######## block 1 ########
**Block 1: sequential cells grouped by signal name**

Bar = 50 um. Other sequential cells in the stronger gray, the rest of the logic in the fainter gray.
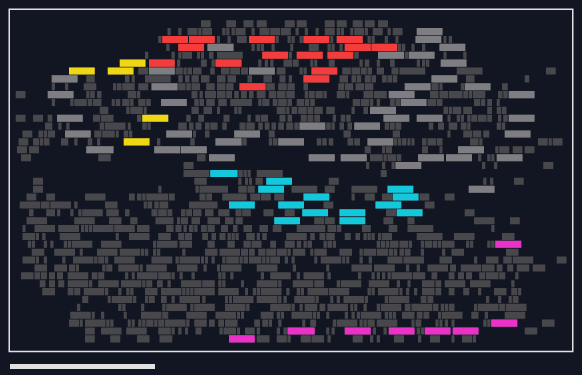

<file path="config.mk">
export PLATFORM = sky130hd
export DESIGN_NAME = dac_wave_ctrl
export DESIGN_NICKNAME = d
export VERILOG_FILES = /design/src/rtl/dac_ctrl_pkg.sv /design/src/rtl/dac_amp_scale.sv /design/src/rtl/dac_wave_ctrl.sv
export SDC_FILE = /design/constraint.sdc
export NUM_CORES = 1
export LEC_CHECK = 0
export CAP_MARGIN = 20
export CORE_ASPECT_RATIO = 0.6
export CORE_MARGIN = 1.5
export CORE_UTILIZATION = 40
export CTS_CLUSTER_SIZE = 24
export DETAILED_ROUTE_END_ITERATION = 10
export PLACE_DENSITY = 0.68
export SETUP_SLACK_MARGIN = 0.5
export SLEW_MARGIN = 20
export SYNTH_ARGS = -nofsm -noshare
export SYNTH_HDL_FRONTEND = slang
export SYNTH_SLANG_ARGS = --single-unit
</file>
<file path="constraint.sdc">
create_clock -name ref_clk -period 7.9 [get_ports ref_clk]
set_clock_uncertainty 0.05 [all_clocks]
set_input_delay 1.185 -clock ref_clk [delete_from_list [all_inputs] [get_ports ref_clk]]
set_output_delay 1.185 -clock ref_clk [all_outputs]
set_load 0.005 [all_outputs]
</file>
<file path="src/rtl/dac_ctrl_pkg.sv">
// Shared constants and state type for the DAC waveform sequencer.
package dac_ctrl_pkg;

    localparam int DATA_W    = 14;
    localparam int ADDR_W    = 5;
    localparam int TABLE_LEN = 20;
    localparam int DIV_W     = 8;

    typedef enum logic [1:0] {
        IDLE  = 2'd0,
        RUN   = 2'd1,
        DRAIN = 2'd2
    } state_e;

    localparam logic [DATA_W-1:0] MIDSCALE     = 14'h2000;
    localparam logic [7:0]        AMP_UNITY    = 8'd128;
    localparam int                AMP_SHIFT    = 7;
    localparam int                DRAIN_CYCLES = 2;

endpackage

</file>
<file path="src/rtl/dac_amp_scale.sv">
// Output stage: offset removal, gain multiply, arithmetic shift, optional dither LSB
// and saturation into a registered DAC word with a one-cycle valid.
module dac_amp_scale
    import dac_ctrl_pkg::*;
(
    input  logic              clk_i,
    input  logic              rst_i,
    input  logic              vld_i,
    input  logic              clear_i,
    input  logic              dith_i,
    input  logic [7:0]        amp_i,
    input  logic [DATA_W-1:0] data_i,
    output logic [DATA_W-1:0] data_o,
    output logic              valid_o
);

    localparam int PW = DATA_W + 10;
    localparam int RW = PW + 1;
    localparam logic [DATA_W-1:0] MAX_CODE = '1;

    logic signed [DATA_W:0] s_w;
    logic signed [PW-1:0]   s_x;
    logic signed [PW-1:0]   a_x;
    logic signed [PW-1:0]   p_w;
    logic signed [RW-1:0]   r_w;
    logic [DATA_W-1:0]      sat_w;
    logic [DATA_W-1:0]      data_q, data_d;
    logic                   valid_q;

    always_comb begin
        s_w = $signed({1'b0, data_i}) - $signed({1'b0, MIDSCALE});
        s_x = $signed({{(PW-DATA_W-1){s_w[DATA_W]}}, s_w});
        a_x = $signed({{(PW-8){1'b0}}, amp_i});
        p_w = s_x * a_x;
        // Floor division by the unity gain keeps amp=128 bit-exact.
        r_w = ($signed({p_w[PW-1], p_w}) >>> AMP_SHIFT)
            + $signed({{(RW-DATA_W){1'b0}}, MIDSCALE})
            + $signed({{(RW-1){1'b0}}, dith_i});
        if (r_w[RW-1])
            sat_w = '0;
        else if (|r_w[RW-2:DATA_W])
            sat_w = MAX_CODE;
        else
            sat_w = r_w[DATA_W-1:0];

        data_d = data_q;
        if (clear_i)
            data_d = MIDSCALE;
        else if (vld_i)
            data_d = sat_w;
    end

    always_ff @(posedge clk_i or posedge rst_i) begin
        if (rst_i) begin
            data_q  <= MIDSCALE;
            valid_q <= 1'b0;
        end else begin
            data_q  <= data_d;
            valid_q <= vld_i;
        end
    end

    assign data_o  = data_q;
    assign valid_o = valid_q;

endmodule

</file>
<file path="src/rtl/dac_wave_ctrl.sv">
// Sine-table playback sequencer: sample-rate divider, phase stepping, period counting.
// Define DAC_WAVE_CTRL_DITHER_EN to add a 16-bit LFSR dither bit to each sample.
//
// state | meaning
// IDLE  | accepting config, waiting for start
// RUN   | divider ticking, launching table reads
// DRAIN | letting in-flight samples reach the DAC, then done
module dac_wave_ctrl
    import dac_ctrl_pkg::*;
(
    input  logic              ref_clk,
    input  logic              reset,
    input  logic              cfg_valid,
    output logic              cfg_ready,
    input  logic [ADDR_W-1:0] cfg_step,
    input  logic [DIV_W-1:0]  cfg_div,
    input  logic [15:0]       cfg_cycles,
    input  logic [7:0]        cfg_amp,
    input  logic              start,
    input  logic              stop,
    output logic [ADDR_W-1:0] tbl_addr,
    input  logic [DATA_W-1:0] tbl_data,
    output logic [DATA_W-1:0] dac_data,
    output logic              dac_valid,
    output logic              busy,
    output logic              done
);

    localparam logic [ADDR_W:0]   LEN_W      = TABLE_LEN[ADDR_W:0];
    localparam logic [ADDR_W-1:0] LEN_A      = TABLE_LEN[ADDR_W-1:0];
    localparam int                DRAIN_LD   = DRAIN_CYCLES - 1;
    localparam logic [1:0]        DRAIN_LOAD = DRAIN_LD[1:0];

    state_e            state_q, state_d;
    logic [ADDR_W-1:0] addr_q, addr_d;
    logic [DIV_W-1:0]  div_q, div_d;
    logic [15:0]       wrap_q, wrap_d;
    logic [1:0]        drain_q, drain_d;
    logic              launch_q, launch_d;
    logic              launch2_q;
    logic              done_q, done_d;

    logic [ADDR_W-1:0] step_q;
    logic [DIV_W-1:0]  divcfg_q;
    logic [15:0]       cycles_q;
    logic [7:0]        amp_q;

    logic [ADDR_W:0]   sum_w, diff_w;
    logic [ADDR_W-1:0] next_w;
    logic              wrap_w, last_w, cfg_load_w, clear_w, dith_w;

    always_comb begin
        sum_w      = {1'b0, addr_q} + {1'b0, step_q};
        diff_w     = sum_w - LEN_W;
        wrap_w     = (sum_w >= LEN_W);
        next_w     = wrap_w ? diff_w[ADDR_W-1:0] : sum_w[ADDR_W-1:0];
        last_w     = wrap_w && (cycles_q != 16'd0) && ((wrap_q + 16'd1) == cycles_q);
        cfg_load_w = cfg_valid && (state_q == IDLE);

        state_d  = state_q;
        addr_d   = addr_q;
        div_d    = div_q;
        wrap_d   = wrap_q;
        drain_d  = drain_q;
        launch_d = 1'b0;
        done_d   = 1'b0;
        clear_w  = 1'b0;

        case (state_q)
            IDLE: begin
                if (start && !stop) begin
                    state_d  = RUN;
                    addr_d   = '0;
                    div_d    = '0;
                    wrap_d   = '0;
                    launch_d = 1'b1;
                end
            end
            RUN: begin
                if (stop) begin
                    state_d = DRAIN;
                    drain_d = DRAIN_LOAD;
                end else if (div_q == divcfg_q) begin
                    div_d = '0;
                    if (last_w) begin
                        state_d = DRAIN;
                        drain_d = DRAIN_LOAD;
                    end else begin
                        addr_d   = next_w;
                        launch_d = 1'b1;
                        if (wrap_w && (cycles_q != 16'd0))
                            wrap_d = wrap_q + 16'd1;
                    end
                end else begin
                    div_d = div_q + 1'b1;
                end
            end
            DRAIN: begin
                if (drain_q == 2'd0) begin
                    state_d = IDLE;
                    done_d  = 1'b1;
                    clear_w = 1'b1;
                end else begin
                    drain_d = drain_q - 2'd1;
                end
            end
            default: state_d = IDLE;
        endcase
    end

    always_ff @(posedge ref_clk or posedge reset) begin
        if (reset) begin
            state_q   <= IDLE;
            addr_q    <= '0;
            div_q     <= '0;
            wrap_q    <= '0;
            drain_q   <= '0;
            launch_q  <= 1'b0;
            launch2_q <= 1'b0;
            done_q    <= 1'b0;
        end else begin
            state_q   <= state_d;
            addr_q    <= addr_d;
            div_q     <= div_d;
            wrap_q    <= wrap_d;
            drain_q   <= drain_d;
            launch_q  <= launch_d;
            launch2_q <= launch_q;
            done_q    <= done_d;
        end
    end

    // Out-of-range steps would walk the address past the table; treat them like 0.
    always_ff @(posedge ref_clk or posedge reset) begin
        if (reset) begin
            step_q   <= ADDR_W'(1);
            divcfg_q <= '0;
            cycles_q <= '0;
            amp_q    <= AMP_UNITY;
        end else if (cfg_load_w) begin
            step_q   <= ((cfg_step == '0) || (cfg_step >= LEN_A)) ? ADDR_W'(1) : cfg_step;
            divcfg_q <= cfg_div;
            cycles_q <= cfg_cycles;
            amp_q    <= cfg_amp;
        end
    end

`ifdef DAC_WAVE_CTRL_DITHER_EN
    logic [15:0] lfsr_q;

    always_ff @(posedge ref_clk or posedge reset) begin
        if (reset)
            lfsr_q <= 16'hACE1;
        else if (launch_d)
            lfsr_q <= {lfsr_q[14:0], lfsr_q[15] ^ lfsr_q[14] ^ lfsr_q[12] ^ lfsr_q[3]};
    end

    assign dith_w = lfsr_q[0];
`else
    assign dith_w = 1'b0;
`endif

    dac_amp_scale u_scale (
        .clk_i   (ref_clk),
        .rst_i   (reset),
        .vld_i   (launch2_q),
        .clear_i (clear_w),
        .dith_i  (dith_w),
        .amp_i   (amp_q),
        .data_i  (tbl_data),
        .data_o  (dac_data),
        .valid_o (dac_valid)
    );

    assign tbl_addr  = addr_q;
    assign busy      = (state_q != IDLE);
    assign cfg_ready = (state_q == IDLE);
    assign done      = done_q;

endmodule

</file>
######## block 2 ########
**src/rtl/vga_timing_gen_pkg.sv**
```systemverilog
// Shared raster constants, position type and sync-polarity helpers for the VGA timing generator.
// The defaults describe 640x480@60 with a 25.175 MHz pixel clock.
package vga_timing_gen_pkg;

  localparam int VGA_POS_W   = 10;
  localparam int VGA_POS_MAX = 1 << VGA_POS_W;

  localparam int H_DISPLAY_DEF = 640;
  localparam int H_FRONT_DEF   = 16;
  localparam int H_SYNC_DEF    = 96;
  localparam int H_BACK_DEF    = 48;
  localparam int V_DISPLAY_DEF = 480;
  localparam int V_FRONT_DEF   = 10;
  localparam int V_SYNC_DEF    = 2;
  localparam int V_BACK_DEF    = 33;

  localparam logic SYNC_ACTIVE_LOW  = 1'b0;
  localparam logic SYNC_ACTIVE_HIGH = 1'b1;

  typedef logic [VGA_POS_W-1:0] vga_pos_t;
  typedef logic [VGA_POS_W:0]   vga_pos_ext_t;

  typedef struct packed {
    logic hsync;
    logic vsync;
    logic display_on;
  } vga_ctrl_t;

  function automatic logic sync_level(input logic pol, input logic asserted);
    return asserted ? pol : ~pol;
  endfunction

endpackage

```
**src/rtl/vga_axis_counter.sv**
```systemverilog
// One raster axis: position counter with wrap strobe plus sync/active decodes of the next position.
// Used once for columns (en = ce) and once for lines (en = column wrap).
module vga_axis_counter
  import vga_timing_gen_pkg::*;
#(
  parameter int DISPLAY = H_DISPLAY_DEF,
  parameter int FRONT   = H_FRONT_DEF,
  parameter int SYNC    = H_SYNC_DEF,
  parameter int BACK    = H_BACK_DEF
) (
  input  logic     clk,
  input  logic     reset,
  input  logic     en,
  input  logic     clear,
  output vga_pos_t pos,
  output logic     wrap,
  output logic     sync_next,
  output logic     active_next
);

  localparam int TOTAL = DISPLAY + FRONT + SYNC + BACK;

  if (TOTAL > VGA_POS_MAX) begin : g_total_chk
    $error("vga_axis_counter: total %0d exceeds %0d positions", TOTAL, VGA_POS_MAX);
  end

  localparam vga_pos_t     LAST       = vga_pos_t'(TOTAL - 1);
  // Decode bounds are one bit wider so a boundary of exactly 1024 still compares correctly.
  localparam vga_pos_ext_t ACTIVE_END = vga_pos_ext_t'(DISPLAY);
  localparam vga_pos_ext_t SYNC_START = vga_pos_ext_t'(DISPLAY + FRONT);
  localparam vga_pos_ext_t SYNC_END   = vga_pos_ext_t'(DISPLAY + FRONT + SYNC);

  vga_pos_t     pos_next;
  vga_pos_ext_t pos_next_ext;

  assign wrap = en && (pos == LAST);

  always_comb begin
    pos_next = pos;
    if (clear || wrap) pos_next = '0;
    else if (en)       pos_next = pos + vga_pos_t'(1);
  end

  assign pos_next_ext = {1'b0, pos_next};
  assign sync_next    = (pos_next_ext >= SYNC_START) && (pos_next_ext < SYNC_END);
  assign active_next  = (pos_next_ext < ACTIVE_END);

  always_ff @(posedge clk or posedge reset) begin
    if (reset) pos <= '0;
    else       pos <= pos_next;
  end

endmodule

```
**src/rtl/vga_timing_gen.sv**
```systemverilog
// VGA raster timing source: sync, display enable and pixel coordinates with a pixel clock-enable.
// Define VGA_TIMING_FRAME_CNT_EN to get a live 12-bit frame counter; otherwise frame_cnt reads 0.
module vga_timing_gen
  import vga_timing_gen_pkg::*;
#(
  parameter int   H_DISPLAY = H_DISPLAY_DEF,
  parameter int   H_FRONT   = H_FRONT_DEF,
  parameter int   H_SYNC    = H_SYNC_DEF,
  parameter int   H_BACK    = H_BACK_DEF,
  parameter int   V_DISPLAY = V_DISPLAY_DEF,
  parameter int   V_FRONT   = V_FRONT_DEF,
  parameter int   V_SYNC    = V_SYNC_DEF,
  parameter int   V_BACK    = V_BACK_DEF,
  parameter logic SYNC_POL  = SYNC_ACTIVE_LOW
) (
  input  logic        clk,
  input  logic        reset,
  input  logic        ce,
  output logic        hsync,
  output logic        vsync,
  output logic        display_on,
  output logic [9:0]  hpos,
  output logic [9:0]  vpos,
  output logic        line_end,
  output logic        frame_end,
  output logic [11:0] frame_cnt
);

  logic      h_wrap, h_sync_nx, h_act_nx;
  logic      v_wrap, v_sync_nx, v_act_nx;
  vga_pos_t  h_pos, v_pos;
  vga_ctrl_t ctrl_d, ctrl_q;

  vga_axis_counter #(
    .DISPLAY(H_DISPLAY), .FRONT(H_FRONT), .SYNC(H_SYNC), .BACK(H_BACK)
  ) u_h (
    .clk(clk), .reset(reset), .en(ce), .clear(1'b0),
    .pos(h_pos), .wrap(h_wrap), .sync_next(h_sync_nx), .active_next(h_act_nx)
  );

  vga_axis_counter #(
    .DISPLAY(V_DISPLAY), .FRONT(V_FRONT), .SYNC(V_SYNC), .BACK(V_BACK)
  ) u_v (
    .clk(clk), .reset(reset), .en(h_wrap & ce), .clear(1'b0),
    .pos(v_pos), .wrap(v_wrap), .sync_next(v_sync_nx), .active_next(v_act_nx)
  );

  // Loaded from next-state decodes so the registered controls line up with hpos/vpos.
  always_comb begin
    ctrl_d.hsync      = sync_level(SYNC_POL, h_sync_nx);
    ctrl_d.vsync      = sync_level(SYNC_POL, v_sync_nx);
    ctrl_d.display_on = h_act_nx & v_act_nx;
  end

  always_ff @(posedge clk or posedge reset) begin
    if (reset) begin
      ctrl_q.hsync      <= ~SYNC_POL;
      ctrl_q.vsync      <= ~SYNC_POL;
      ctrl_q.display_on <= 1'b0;
    end else begin
      ctrl_q <= ctrl_d;
    end
  end

  assign hsync      = ctrl_q.hsync;
  assign vsync      = ctrl_q.vsync;
  assign display_on = ctrl_q.display_on;
  assign hpos       = h_pos;
  assign vpos       = v_pos;
  assign line_end   = h_wrap;
  assign frame_end  = v_wrap;

`ifdef VGA_TIMING_FRAME_CNT_EN
  always_ff @(posedge clk or posedge reset) begin
    if (reset)          frame_cnt <= '0;
    else if (frame_end) frame_cnt <= frame_cnt + 12'd1;
  end
`else
  assign frame_cnt = 12'd0;
`endif

endmodule

```
**config.mk**
```make
export PLATFORM = sky130hd
export DESIGN_NAME = vga_timing_gen
export DESIGN_NICKNAME = d
export VERILOG_FILES = /design/src/rtl/vga_timing_gen_pkg.sv /design/src/rtl/vga_axis_counter.sv /design/src/rtl/vga_timing_gen.sv
export SDC_FILE = /design/constraint.sdc
export NUM_CORES = 1
export LEC_CHECK = 0
export CORE_ASPECT_RATIO = 1.4
export CORE_MARGIN = 2
export CORE_UTILIZATION = 50
export CTS_BUF_LIST = sky130_fd_sc_hd__clkbuf_4
export DETAILED_ROUTE_END_ITERATION = 16
export MAX_ROUTING_LAYER = met4
export PLACE_DENSITY_LB_ADDON = 0.15
export SLEW_MARGIN = 20
export SYNTH_ARGS = -nofsm -noshare
export SYNTH_HDL_FRONTEND = slang
export SYNTH_SLANG_ARGS = --single-unit
```
**constraint.sdc**
```tcl
create_clock -name clk -period 4.4 [get_ports clk]
set_input_delay 0.88 -clock clk [delete_from_list [all_inputs] [get_ports clk]]
set_output_delay 0.88 -clock clk [all_outputs]
set_load 0.05 [all_outputs]
```
######## block 3 ########
## src/rtl/wb_pkg.sv

```systemverilog
// Writeback arbiter shared definitions: widths, result payload type and kill lookup.
package wb_pkg;

    localparam int unsigned N_REQ     = 4;
    localparam int unsigned XLEN      = 32;
    localparam int unsigned ROB_LEN   = 32;
    localparam int unsigned ROB_IDX_W = $clog2(ROB_LEN);
    localparam int unsigned PREG_W    = 7;
    localparam int unsigned RR_PTR_W  = (N_REQ > 1) ? $clog2(N_REQ) : 1;

    // One functional-unit result as held in a writeback buffer.
    typedef struct packed {
        logic [XLEN-1:0]      data;
        logic [ROB_IDX_W-1:0] rob_idx;
        logic [PREG_W-1:0]    P_rd;
    } wb_req_t;

    // True when the ROB entry is squashed by the active kill mask.
    function automatic logic rob_killed(input logic [ROB_LEN-1:0]   kill,
                                        input logic [ROB_IDX_W-1:0] idx);
        return kill[idx];
    endfunction

endpackage

```

## src/rtl/wb_arbiter_if.sv

```systemverilog
// Writeback arbiter bus: FU result requests, flush controls and the shared WB port.
//   master : FU/ROB side (drives requests and flush controls, observes WB port)
//   slave  : arbiter side
interface wb_arbiter_if;
    import wb_pkg::*;

    logic [N_REQ-1:0]           req_valid;
    logic [N_REQ-1:0]           req_ready;
    logic [N_REQ*XLEN-1:0]      req_data;
    logic [N_REQ*ROB_IDX_W-1:0] req_rob_idx;
    logic [N_REQ*PREG_W-1:0]    req_P_rd;
    logic                       mispredict;
    logic [ROB_LEN-1:0]         flush_mask;
    logic                       stall;
    logic                       WB_valid;
    logic [XLEN-1:0]            WB_data;
    logic [ROB_IDX_W-1:0]       WB_rob_idx;
    logic [PREG_W-1:0]          WB_P_rd;
    logic                       WB_wen;
    logic [N_REQ-1:0]           WB_grant;

    modport master (
        output req_valid, req_data, req_rob_idx, req_P_rd, mispredict, flush_mask, stall,
        input  req_ready, WB_valid, WB_data, WB_rob_idx, WB_P_rd, WB_wen, WB_grant
    );

    modport slave (
        input  req_valid, req_data, req_rob_idx, req_P_rd, mispredict, flush_mask, stall,
        output req_ready, WB_valid, WB_data, WB_rob_idx, WB_P_rd, WB_wen, WB_grant
    );

endinterface

```

## src/rtl/rr_arbiter.sv

```systemverilog
// N-input round-robin arbiter: first requester at or after ptr (mod N) wins.
//   req      : request vector
//   ptr      : highest-priority index
//   grant_c  : one-hot winner (zero when no request)
//   winner_c : winner index (zero when no request)
module rr_arbiter #(
    parameter  int unsigned N  = 4,
    localparam int unsigned PW = (N > 1) ? $clog2(N) : 1
) (
    input  logic [N-1:0]  req,
    input  logic [PW-1:0] ptr,
    output logic [N-1:0]  grant_c,
    output logic [PW-1:0] winner_c
);

    int unsigned idx;
    logic        found;

    // Rotating scan; the first hit in priority order locks the grant.
    always_comb begin
        grant_c  = '0;
        winner_c = '0;
        found    = 1'b0;
        idx      = 0;
        for (int unsigned k = 0; k < N; k++) begin
            idx = (32'(ptr) + k) % N;
            if (!found && req[idx]) begin
                found        = 1'b1;
                grant_c[idx] = 1'b1;
                winner_c     = PW'(idx);
            end
        end
    end

endmodule

```

## src/rtl/wb_arbiter.sv

```systemverilog
// Shares the ROB/PRF writeback port among N_REQ FU result streams.
// Each unit has a one-entry buffer; a round-robin arbiter picks one buffered
// result per cycle, and results of squashed ROB entries are dropped.
//   clk, rst : clock, synchronous active-high reset
//   bus      : wb_arbiter_if.slave (requests, flush controls, WB port)
module wb_arbiter
    import wb_pkg::*;
(
    input  logic         clk,
    input  logic         rst,
    wb_arbiter_if.slave  bus
);

    wb_req_t               buf_q [N_REQ];
    logic [N_REQ-1:0]      buf_valid;
    logic [RR_PTR_W-1:0]   rr_ptr;
    logic [ROB_LEN-1:0]    flush_mask_r;

    logic [ROB_LEN-1:0]    kill;
    wb_req_t               req_in [N_REQ];
    logic [N_REQ-1:0]      buf_killed;
    logic [N_REQ-1:0]      in_killed;
    logic [N_REQ-1:0]      eligible;
    logic [N_REQ-1:0]      grant;
    logic [N_REQ-1:0]      req_ready;
    logic [RR_PTR_W-1:0]   winner;
    logic [RR_PTR_W-1:0]   next_ptr;
    wb_req_t               wb_sel;

    // Kill mask, input unpacking and per-buffer eligibility.
    // Eligibility is suppressed during reset so no WB pulse leaks out.
    always_comb begin
        kill = flush_mask_r;
        if (bus.mispredict) begin
            kill = kill | bus.flush_mask;
        end
        buf_killed = '0;
        in_killed  = '0;
        eligible   = '0;
        for (int unsigned i = 0; i < N_REQ; i++) begin
            req_in[i].data    = bus.req_data[i*XLEN +: XLEN];
            req_in[i].rob_idx = bus.req_rob_idx[i*ROB_IDX_W +: ROB_IDX_W];
            req_in[i].P_rd    = bus.req_P_rd[i*PREG_W +: PREG_W];
            buf_killed[i]     = buf_valid[i] && rob_killed(kill, buf_q[i].rob_idx);
            in_killed[i]      = rob_killed(kill, req_in[i].rob_idx);
            eligible[i]       = buf_valid[i] && !buf_killed[i] && !rst;
        end
    end

    rr_arbiter #(.N(N_REQ)) u_rr (
        .req      (eligible),
        .ptr      (rr_ptr),
        .grant_c  (grant),
        .winner_c (winner)
    );

    // Winner index is 0 when nothing is granted, so idle WB data shows buffer 0.
    always_comb begin
        wb_sel    = buf_q[winner];
        next_ptr  = RR_PTR_W'((32'(winner) + 32'd1) % N_REQ);
        req_ready = ~buf_valid | grant | buf_killed;
    end

    assign bus.req_ready  = req_ready;
    assign bus.WB_valid   = |grant;
    assign bus.WB_data    = wb_sel.data;
    assign bus.WB_rob_idx = wb_sel.rob_idx;
    assign bus.WB_P_rd    = wb_sel.P_rd;
    assign bus.WB_wen     = (|grant) && (wb_sel.P_rd != '0);
    assign bus.WB_grant   = grant;

    // Buffers, round-robin pointer and held flush mask.
    always_ff @(posedge clk) begin
        if (rst) begin
            buf_valid    <= '0;
            rr_ptr       <= '0;
            flush_mask_r <= '0;
            for (int unsigned i = 0; i < N_REQ; i++) begin
                buf_q[i] <= '0;
            end
        end else begin
            for (int unsigned i = 0; i < N_REQ; i++) begin
                if (bus.req_valid[i] && req_ready[i]) begin
                    // A result for an already-squashed entry is accepted and dropped.
                    buf_valid[i] <= !in_killed[i];
                    buf_q[i]     <= req_in[i];
                end else if (grant[i] || buf_killed[i]) begin
                    buf_valid[i] <= 1'b0;
                end
            end
            if (|grant) begin
                rr_ptr <= next_ptr;
            end
            if (bus.mispredict) begin
                flush_mask_r <= bus.flush_mask;
            end else if (!bus.stall) begin
                flush_mask_r <= '0;
            end
        end
    end

endmodule

```

## src/flat_wrapper.sv

```systemverilog
// flat-port wrapper written by rule: the top's interface ports become plain ports
module wb_arbiter_flat import wb_pkg::*;
  (clk, rst, bus_req_valid, bus_req_data, bus_req_rob_idx, bus_req_P_rd, bus_mispredict, bus_flush_mask, bus_stall, bus_req_ready, bus_WB_valid, bus_WB_data, bus_WB_rob_idx, bus_WB_P_rd, bus_WB_wen, bus_WB_grant);
  wb_arbiter_if bus_i ();
  input  logic clk;
  input  logic rst;
  input wire logic [$bits(bus_i.req_valid)-1:0] bus_req_valid;
  input wire logic [$bits(bus_i.req_data)-1:0] bus_req_data;
  input wire logic [$bits(bus_i.req_rob_idx)-1:0] bus_req_rob_idx;
  input wire logic [$bits(bus_i.req_P_rd)-1:0] bus_req_P_rd;
  input wire logic [$bits(bus_i.mispredict)-1:0] bus_mispredict;
  input wire logic [$bits(bus_i.flush_mask)-1:0] bus_flush_mask;
  input wire logic [$bits(bus_i.stall)-1:0] bus_stall;
  output wire logic [$bits(bus_i.req_ready)-1:0] bus_req_ready;
  output wire logic [$bits(bus_i.WB_valid)-1:0] bus_WB_valid;
  output wire logic [$bits(bus_i.WB_data)-1:0] bus_WB_data;
  output wire logic [$bits(bus_i.WB_rob_idx)-1:0] bus_WB_rob_idx;
  output wire logic [$bits(bus_i.WB_P_rd)-1:0] bus_WB_P_rd;
  output wire logic [$bits(bus_i.WB_wen)-1:0] bus_WB_wen;
  output wire logic [$bits(bus_i.WB_grant)-1:0] bus_WB_grant;
  assign bus_i.req_valid = bus_req_valid;
  assign bus_i.req_data = bus_req_data;
  assign bus_i.req_rob_idx = bus_req_rob_idx;
  assign bus_i.req_P_rd = bus_req_P_rd;
  assign bus_i.mispredict = bus_mispredict;
  assign bus_i.flush_mask = bus_flush_mask;
  assign bus_i.stall = bus_stall;
  assign bus_req_ready = bus_i.req_ready;
  assign bus_WB_valid = bus_i.WB_valid;
  assign bus_WB_data = bus_i.WB_data;
  assign bus_WB_rob_idx = bus_i.WB_rob_idx;
  assign bus_WB_P_rd = bus_i.WB_P_rd;
  assign bus_WB_wen = bus_i.WB_wen;
  assign bus_WB_grant = bus_i.WB_grant;
  wb_arbiter u_core (.clk(clk), .rst(rst), .bus(bus_i));
endmodule
```

## config.mk

```make
export PLATFORM = sky130hd
export DESIGN_NAME = wb_arbiter_flat
export DESIGN_NICKNAME = d
export VERILOG_FILES = /design/src/rtl/wb_pkg.sv /design/src/rtl/wb_arbiter_if.sv /design/src/rtl/rr_arbiter.sv /design/src/rtl/wb_arbiter.sv /design/src/flat_wrapper.sv
export SDC_FILE = /design/constraint.sdc
export NUM_CORES = 1
export LEC_CHECK = 0
export CORE_MARGIN = 1.5
export CORE_UTILIZATION = 53
export CTS_CLUSTER_DIAMETER = 50
export DETAILED_ROUTE_END_ITERATION = 10
export MAX_ROUTING_LAYER = met4
export PLACE_DENSITY = 0.82
export SYNTH_ARGS = -nofsm -noshare
export SYNTH_HDL_FRONTEND = slang
export SYNTH_SLANG_ARGS = --single-unit
```

## constraint.sdc

```tcl
create_clock -name clk -period 5.9 [get_ports clk]
set_clock_uncertainty 0.2 [all_clocks]
set_input_delay 0.59 -clock clk [delete_from_list [all_inputs] [get_ports clk]]
set_output_delay 0.59 -clock clk [all_outputs]
set_load 0.005 [all_outputs]
```

######## block 4 ########
## src/rtl/lzc_normalizer.sv

```systemverilog
// Two-stage normalisation pipeline behind a leading-zero counter.
// Stage 1 captures the mantissa and exponent and resolves the shift amount,
// the zero flag and underflow. Stage 2 applies the shift and adjusts the exponent.
// Both stages use a valid/ready handshake that forwards backpressure.
module lzc_normalizer #(
    parameter int WIDTH = 16,
    parameter int COUNT = $clog2(WIDTH),
    parameter int EXP_W = 8
) (
    input  logic             clk,
    input  logic             rst_n,
    input  logic             in_valid,
    output logic             in_ready,
    input  logic [WIDTH-1:0] in_data,
    input  logic [EXP_W-1:0] in_exp,
    input  logic [COUNT:0]   lz_cnt,
    input  logic             lz_nz,
    output logic             out_valid,
    input  logic             out_ready,
    output logic [WIDTH-1:0] out_data,
    output logic [EXP_W-1:0] out_exp,
    output logic             out_zero,
    output logic             out_uf
);

    localparam int CW = COUNT + 1;
    // Wide enough to compare the exponent and the shift without losing bits.
    localparam int XW = EXP_W + COUNT;
    localparam logic [CW-1:0]    LZ_SAT = CW'(WIDTH);
    localparam logic [COUNT-1:0] SH_MAX = COUNT'(WIDTH - 1);

    // Stage 1 registers
    logic             s1_v_q, s1_v_d;
    logic [WIDTH-1:0] s1_data_q, s1_data_d;
    logic [EXP_W-1:0] s1_exp_q, s1_exp_d;
    logic [COUNT-1:0] s1_eff_q, s1_eff_d;
    logic             s1_zero_q, s1_zero_d;
    logic             s1_uf_q, s1_uf_d;

    // Stage 2 registers
    logic             s2_v_q, s2_v_d;
    logic [WIDTH-1:0] s2_data_q, s2_data_d;
    logic [EXP_W-1:0] s2_exp_q, s2_exp_d;
    logic             s2_zero_q, s2_zero_d;
    logic             s2_uf_q, s2_uf_d;

    logic             s1_ready, s2_ready, in_fire;
    logic [COUNT-1:0] sh_c, eff_c;
    logic [XW-1:0]    exp_x, sh_x;
    logic             uf_c;

    assign s2_ready = !s2_v_q || out_ready;
    assign s1_ready = !s1_v_q || s2_ready;
    assign in_ready = rst_n && s1_ready;
    assign in_fire  = in_valid && in_ready;

    // Shift amount: clamp the count, then limit the shift to the exponent on underflow
    always_comb begin
        sh_c  = (lz_cnt >= LZ_SAT) ? SH_MAX : lz_cnt[COUNT-1:0];
        exp_x = XW'(in_exp);
        sh_x  = XW'(sh_c);
        uf_c  = lz_nz && (exp_x < sh_x);
        eff_c = '0;
        if (lz_nz) begin
            eff_c = uf_c ? exp_x[COUNT-1:0] : sh_c;
        end
    end

    // Stage 1 next state: refill whenever the slot is empty or being drained
    always_comb begin
        s1_v_d    = s1_v_q;
        s1_data_d = s1_data_q;
        s1_exp_d  = s1_exp_q;
        s1_eff_d  = s1_eff_q;
        s1_zero_d = s1_zero_q;
        s1_uf_d   = s1_uf_q;
        if (s1_ready) begin
            s1_v_d = in_valid;
        end
        if (in_fire) begin
            s1_data_d = in_data;
            s1_exp_d  = in_exp;
            s1_eff_d  = eff_c;
            s1_zero_d = !lz_nz;
            s1_uf_d   = uf_c;
        end
    end

    // Stage 2 next state: apply the shift and exponent adjustment when stage 1 advances
    always_comb begin
        s2_v_d    = s2_v_q;
        s2_data_d = s2_data_q;
        s2_exp_d  = s2_exp_q;
        s2_zero_d = s2_zero_q;
        s2_uf_d   = s2_uf_q;
        if (s2_ready) begin
            s2_v_d = s1_v_q;
        end
        if (s1_v_q && s2_ready) begin
            if (s1_zero_q) begin
                s2_data_d = '0;
                s2_exp_d  = '0;
                s2_zero_d = 1'b1;
                s2_uf_d   = 1'b0;
            end else begin
                s2_data_d = s1_data_q << s1_eff_q;
                s2_exp_d  = s1_exp_q - EXP_W'(s1_eff_q);
                s2_zero_d = 1'b0;
                s2_uf_d   = s1_uf_q;
            end
        end
    end

    // Pipeline registers with synchronous active-low reset
    always_ff @(posedge clk) begin
        if (!rst_n) begin
            s1_v_q    <= 1'b0;
            s1_data_q <= '0;
            s1_exp_q  <= '0;
            s1_eff_q  <= '0;
            s1_zero_q <= 1'b0;
            s1_uf_q   <= 1'b0;
            s2_v_q    <= 1'b0;
            s2_data_q <= '0;
            s2_exp_q  <= '0;
            s2_zero_q <= 1'b0;
            s2_uf_q   <= 1'b0;
        end else begin
            s1_v_q    <= s1_v_d;
            s1_data_q <= s1_data_d;
            s1_exp_q  <= s1_exp_d;
            s1_eff_q  <= s1_eff_d;
            s1_zero_q <= s1_zero_d;
            s1_uf_q   <= s1_uf_d;
            s2_v_q    <= s2_v_d;
            s2_data_q <= s2_data_d;
            s2_exp_q  <= s2_exp_d;
            s2_zero_q <= s2_zero_d;
            s2_uf_q   <= s2_uf_d;
        end
    end

    assign out_valid = s2_v_q;
    assign out_data  = s2_data_q;
    assign out_exp   = s2_exp_q;
    assign out_zero  = s2_zero_q;
    assign out_uf    = s2_uf_q;

endmodule

```

## config.mk

```make
export PLATFORM = sky130hd
export DESIGN_NAME = lzc_normalizer
export DESIGN_NICKNAME = d
export VERILOG_FILES = /design/src/rtl/lzc_normalizer.sv
export SDC_FILE = /design/constraint.sdc
export NUM_CORES = 1
export LEC_CHECK = 0
export ABC_CLOCK_PERIOD_IN_PS = 1600
export CORE_MARGIN = 4
export CORE_UTILIZATION = 48
export CTS_BUF_LIST = sky130_fd_sc_hd__clkbuf_4 sky130_fd_sc_hd__clkbuf_8
export CTS_CLUSTER_DIAMETER = 80
export CTS_CLUSTER_SIZE = 28
export DETAILED_ROUTE_END_ITERATION = 6
export MAX_ROUTING_LAYER = met4
export PLACE_DENSITY = 0.79
export SLEW_MARGIN = 20
export SYNTH_ARGS = -nofsm -noshare
export SYNTH_HDL_FRONTEND = slang
export SYNTH_SLANG_ARGS = --single-unit
```

## constraint.sdc

```tcl
create_clock -name clk -period 1.6 [get_ports clk]
set_input_delay 0.24 -clock clk [delete_from_list [all_inputs] [get_ports clk]]
set_output_delay 0.24 -clock clk [all_outputs]
set_load 0.05 [all_outputs]
```

**Block 3: cell sizes after repair**

Bar = 50 um.
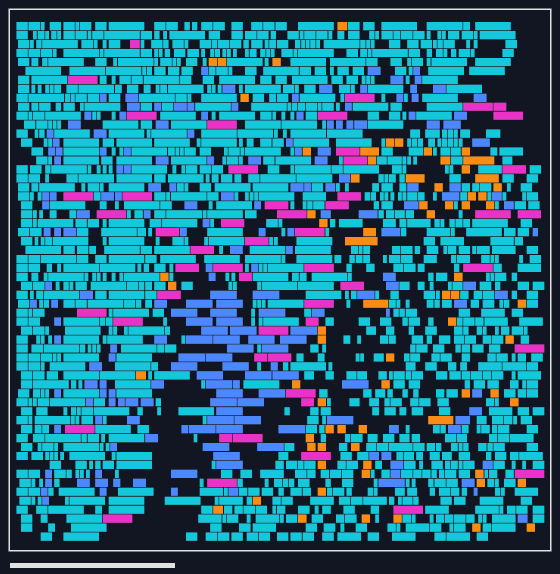
color	size	cells	most used
magenta	x6 and larger	52	clkbuf_16
orange	x3 and x4	72	buf_4
blue	x2	200	nor2_2
cyan	x1 and smaller	1287	clkdlybuf4s50_1

==> summary.rpt, block 3 <==
STATUS
--------------------------------------------------------------------------
Status                                                        finished, final reports clean

DETAILED ROUTING
--------------------------------------------------------------------------
Topmost layer with routed signal wires                                met4
Final wirelength                                                   46.4 mm
First drt pass iteration count                                           5

STA
--------------------------------------------------------------------------
Cycle use final                                                      0.971
Final tally of setup violations                                          0

FLOORPLAN
--------------------------------------------------------------------------
Die Y                                                               164 um

CELLS AND AREA
--------------------------------------------------------------------------
Top Layout Cells                                              267 x clkdlybuf4s50_1, 176 x edfxtp_1, 151 x inv_1, 139 x nor2_1, 130 x mux2i_1
Synthesis-to-finish area growth                                      31.2%
Fraction of layout instances using a drive strength above 1          0.201

CLOCK NETWORK
--------------------------------------------------------------------------
Buffer type at the clock tree root                               clkbuf_16
TritonCTS clock tree                                                  done

FLOW RUN
--------------------------------------------------------------------------
Count of tool warnings                                                  29

WORST HOLD PATH
--------------------------------------------------------------------------
Endpoint of the worst hold path                               u_core.flush_mask_r[2]
Origin of the worst min-delay path                            u_core.flush_mask_r[2]

CRITICAL PATH
--------------------------------------------------------------------------
Number of stages on the worst setup path                                13

block 3: kinds of logic after synthesis:
group | synth area share
flip-flops | 0.440
AND-OR/OR-AND | 0.118
AND/OR/NAND/NOR | 0.149
multiplexers | 0.209
buffers and inverters | 0.0795
XOR/XNOR | 0.000637
adder cells (fa/ha/maj) | 0.00364
block 3: layout make-up:
| cell class | instances | area (um2) | share of cell area |
|---|---|---|---|
| flip-flops and latches | 214 | 6050 | 0.335 |
| diodes | 6 | 15.0 | 0.000833 |
| clock buffers | 36 | 752 | 0.0417 |
| multi-input cells | 850 | 6660 | 0.369 |
| repair buffers | 340 | 3400 | 0.188 |
| well taps | 330 | 413 | 0.0229 |
| inverters | 157 | 589 | 0.0327 |
| clock inverters | 14 | 164 | 0.00909 |
block 3: tightest hold or removal path, cell delays in order, from the launching register on:
cell	delay, ns
dfxtp_1	0.35
nand2_1	0.07
a21oi_1	0.06
block 3: flip-flops by register name, summed over array words and instances (netlist names):
name                 cells
u_core.buf_q           176
u_core.flush_mask_r     32
u_core.buf_valid         4
u_core.rr_ptr            2
block 3: timing repair:
action | CTS | global route
endpoints found under the hold margin | 0 | 0
setup buffers | 0 | 9
gates resized | 0 | 9
endpoints found under the setup margin | 0 | 42
**Block 2: clock wiring as the flow saved it**

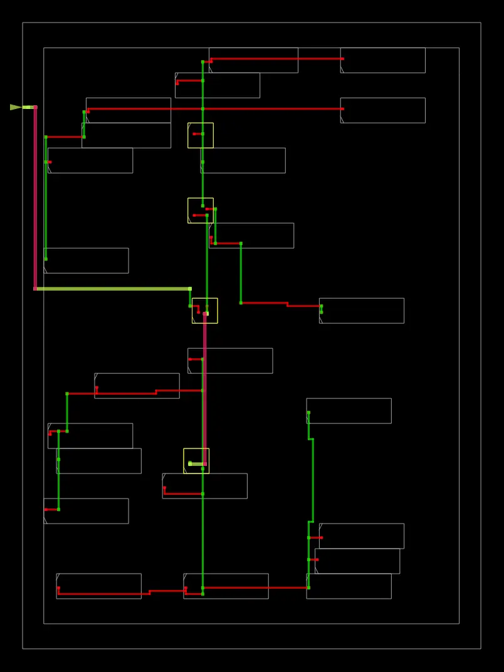
CLK BUF: 4
Flop Count: 23
clock buffer count from CTS: 3

==> summary.rpt, block 2 <==
STATUS
------------------------------------------------------------------------------
Status                                                            finished, final reports clean

SYNTH
------------------------------------------------------------------------------
Post-synth ARST share                                                     1.00
Complex-gate fraction of the synthesized area                            0.120
Count of warnings emitted by yosys                                           0
Proportion of netlist area held by the largest area contributor          0.359
Simple-gate area share of the yosys netlist                              0.261

GLOBAL ROUTE
------------------------------------------------------------------------------
Largest net degree at the start of global routing                           24
Global-route wire length before repair                                 5.41 mm

PLACED DESIGN
------------------------------------------------------------------------------
Inst Count DP                                                              212
Final Wtd Congestion                                                     0.845

STA
------------------------------------------------------------------------------
Maximum clock frequency                                              0.270 GHz

FLOORPLAN
------------------------------------------------------------------------------
Taps Inserted                                                               37
Width of the chip                                                      49.7 um
Initial Util                                                             0.519

DETAILED ROUTING
------------------------------------------------------------------------------
Post-DR wirelength/cell                                                15.2 um
Tally of nets with antenna violations remaining after routing                0

CLOCK NETWORK
------------------------------------------------------------------------------
Hold-fix buffers, CTS                                                        0
Clk sink count                                                              23
Number of cells upsized or downsized after cts                               0

CELLS AND AREA
------------------------------------------------------------------------------
Comb area share                                                          0.442
Top Layout Cells                                                  25 x clkdlybuf4s50_1, 21 x dfrtp_1, 13 x nand4_1, 12 x conb_1, 10 x nand2_1

-- block 2: registers in the layout (all words and copies together) (netlist names) --
name        cells
display_on      1
hsync           1
u_h.pos        10
u_v.pos        10
vsync           1
-- block 2: metal layers --
metal	vias up	wire, um	global-route usage
li1	590	-	-
met1	606	1320	0.242
met2	24	1840	0.395
met3	6	69	0.0131
met4	0	57	0.0938
met5	-	0	-
-- block 2: worst paths after layout --
path,cells past startpoint,slack [ns],from,end
worst max register to register,7,2.05,u_h.pos[0],vsync
min in group asynchronous,2,1.05,reset,u_v.pos[2]
worst min-delay path,1,0.61,u_v.pos[5],u_v.pos[5]
worst max-delay path,5,0.69,ce,frame_end
max in group asynchronous,2,2.80,reset,u_v.pos[7]
worst min register to register,1,0.61,u_v.pos[5],u_v.pos[5]
**Block 1: port wiring**

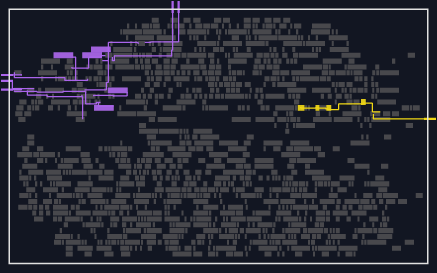
color	port	bits	direction	edge	end cells	buffers	wire
purple	`tbl_addr`	5	output	3 left, 2 top	5	5	345 um
yellow	`stop`	1	input	right	5	1	72.9 um

About 'sequential cells grouped by signal name' of block 1:
color	name in the netlist	sequential cells
magenta	`amp_q`	8
yellow	`tbl_addr`	5
red	`cycles_q`	16
cyan	`u_scale.data_o`	14
not colored	45

==> summary.rpt, block 1 <==
SYNTH
----------------------------------------------------------------------
Number of enable flip-flop cells                                     0
Top cells, area                                           dfrtp_1 24%, fa_1 21%, nand2_1 8.5%
Post-synthesis cell type with the largest combined area        dfrtp_1

DETAILED ROUTING
----------------------------------------------------------------------
DR DRC count                                                         5
Met2 routed wirelength                                         8.05 mm

GLOBAL ROUTE
----------------------------------------------------------------------
Most congested layer reported by global routing                   met1

CRITICAL PATH
----------------------------------------------------------------------
Worst endpoint required time                                   8.08 ns
Peak per-stage delay on the critical path                      0.68 ns

STATUS
----------------------------------------------------------------------
Status                                                    finished, violations left
Violated checks                                           design-rule violations

CLOCK NETWORK
----------------------------------------------------------------------
TritonCTS clock tree                                              done

FLOORPLAN
----------------------------------------------------------------------
Width of the chip                                               194 um

block 1: kinds of logic (layout without fill, tap and decap cells):
group / count (synthesis) / after routing / share of synthesized area
xor gates and xnor gates: 54 / 54 / 0.0561
adders and majority gates: 146 / 146 / 0.287
buffers and inverters: 180 / 251 / 0.0788
muxes: 2 / 2 / 0.00243
and+or+nand+nor: 372 / 372 / 0.204
AOI/OAI and AO/OA: 150 / 150 / 0.119
DFF: 88 / 88 / 0.252
block 1: layout make-up:
class,count,share of cell area
clock buffer,12,0.0243
clock inverter,4,0.00284
inverter,148,0.0549
multi-input combinational,724,0.580
sequential,88,0.217
tap,279,0.0344
timing repair buffer,87,0.0859
block 1: flip-flops by register name (all words and copies together), names as in the netlist:
| signal | flops |
|---|---|
| launch2_q | 1 |
| u_scale.valid_o | 1 |
| u_scale.data_o | 14 |
| launch_q | 1 |
| divcfg_q | 8 |
| cycles_q | 16 |
| wrap_q | 16 |
| div_q | 8 |
| step_q | 5 |
| amp_q | 8 |
| done | 1 |
| tbl_addr | 5 |
| state_q | 2 |
| drain_q | 2 |
**Block 4: metal layers overlaid**

Bar = 20 um.
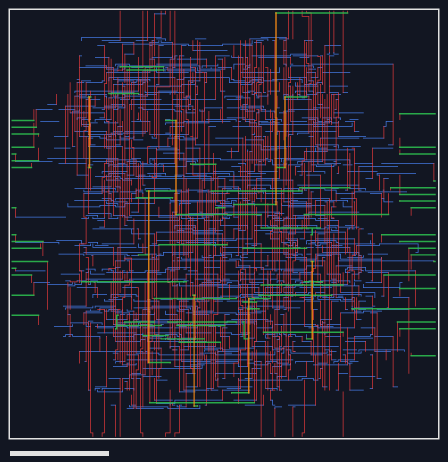
color	layer	wire length
orange	M4	178 um
red	M2	4400 um
green	M3	571 um
blue	M1	3610 um

**Block 4: sequential cells grouped by signal name**

Bar = 20 um. Other sequential cells in the stronger gray, the rest of the logic in the fainter gray.
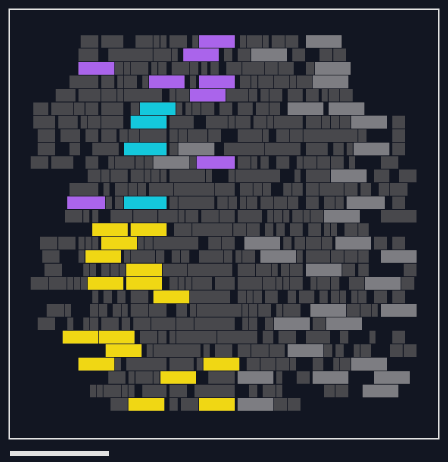
color	name in the netlist	sequential cells
purple	`s1_exp_q`	8
yellow	`s1_data_q`	16
cyan	`s1_eff_q`	4
not colored	30

==> summary.rpt, block 4 <==
DETAILED ROUTING
----------------------------------------------------------------------------
Tally of nets with antenna violations remaining after routing              0

CELLS AND AREA
----------------------------------------------------------------------------
Fraction of layout instances using a drive strength above 1            0.318

SYNTH
----------------------------------------------------------------------------
Count of warnings emitted by yosys                                         0
Combinational family with the most area after synthesis         simple AND/OR/NAND/NOR gates
Top cells by count                                              74 x nand2_1, 58 x dfxtp_1, 35 x nand3_1, 20 x nor2_1, 19 x mux2i_1
Number of instances in the synthesized netlist                           354

GLOBAL ROUTE
----------------------------------------------------------------------------
Tot GR Track Use                                                       0.211
Global-route wire length before repair                               12.4 mm

CLOCK NETWORK
----------------------------------------------------------------------------
Buffer type at the clock tree root                                  clkbuf_8
TritonCTS clock tree                                                    done
Bufs on Longest Clock Path                                                 2
Hold-fix buffers, CTS                                                      0

CRITICAL PATH
----------------------------------------------------------------------------
R2r setup slk                                                       -0.09 ns
Number of stages on the worst setup path                                   5

PLACED DESIGN
----------------------------------------------------------------------------
Placed inst area                                                    3870 um2
Worst setup timing slack at the placement stage                    -0.530 ns

FLOORPLAN
----------------------------------------------------------------------------
# IOs                                                                     62

STATUS
----------------------------------------------------------------------------
Violated checks                                                 negative setup slack
Status                                                          finished, violations left

STA
----------------------------------------------------------------------------
Minimum setup slack in the final design                           -0.0880 ns
Cycle use final                                                         1.05
Final tally of setup violations                                            7

==> block 4: stage by stage <==
stage,util,cells
after CTS,0.703,525
after global placement,0.650,507
final,0.739,531
after floorplan,-,354
after detailed placement,0.650,507
after global routing,0.739,531
==> block 4: layer usage <==
metal	up-vias	global-route usage
met1	1387	0.273
met3	18	0.0304
li1	1427	-
met5	-	-
met4	0	0.0779
met2	119	0.337
==> block 4: area by class of cell <==
class                   instances  area [um2]
multi-input cells             266        1890
fillers                       414        1560
flip-flops and latches         58        1170
repair buffers                109        1010
clock buffers                  11         151
well taps                      75        93.8
clock inverters                 5        52.6
inverters                       7        28.8
==> block 4: flip-flops by register name, indices dropped and copies added, names as in the netlist <==
signal and cells:
out_data 16, s1_zero_q 1, out_valid 1, out_uf 1, out_zero 1, s1_v_q 1, out_exp 8, s1_eff_q 4
s1_exp_q 8, s1_data_q 16, s1_uf_q 1
==> block 4: worst register-to-register path, stage by stage (launching register included) <==
cell and delay, ns:
dfxtp_4 0.42, clkbuf_16 0.17, mux2i_1 0.40, mux4_2 0.38
nor2_2 0.05, o21a_1 0.17


==> notes/layouts.md <==
Pictures saved along the way, in no particular order.

Metal layers overlaid.
image #1
Bar = 10 um.
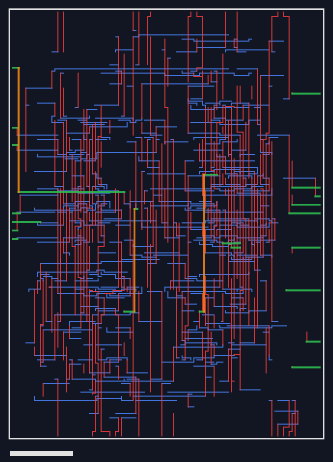
image #2
Bar = 50 um.
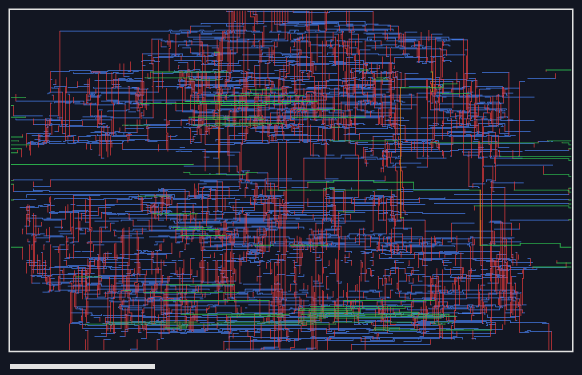
image #3
Bar = 50 um.
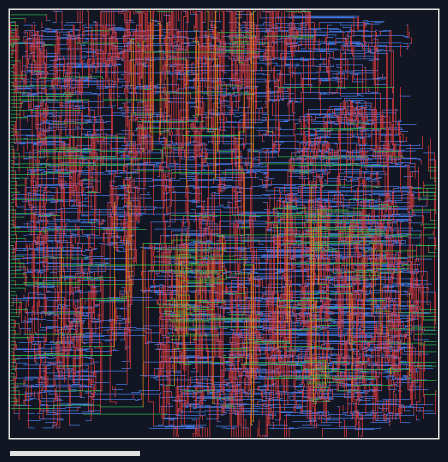
block 3 -> image #3
block 1 -> image #2
block 2 -> image #1
The one with the most wire is image #3.

Key to image #3:
color	layer	wire length
red	M2	22.1 mm
orange	M4	2100 um
blue	M1	18200 um
green	M3	4040 um


==> notes/layouts.md <==
Pictures saved along the way, in no particular order.

Port wiring.
shot_01.png
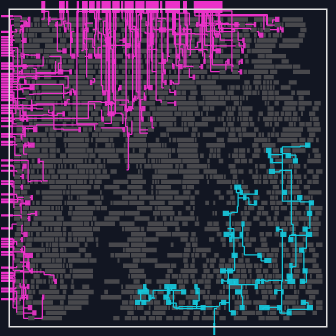
shot_02.png
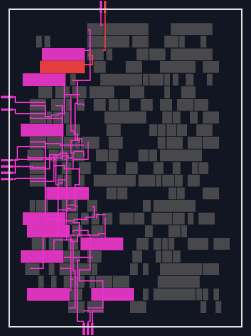
shot_03.png
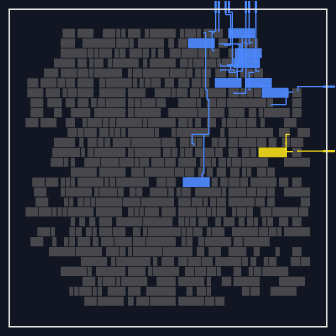
- most cells: shot_01.png
shot_02.png: block 2
shot_03.png: block 4
shot_01.png: block 3

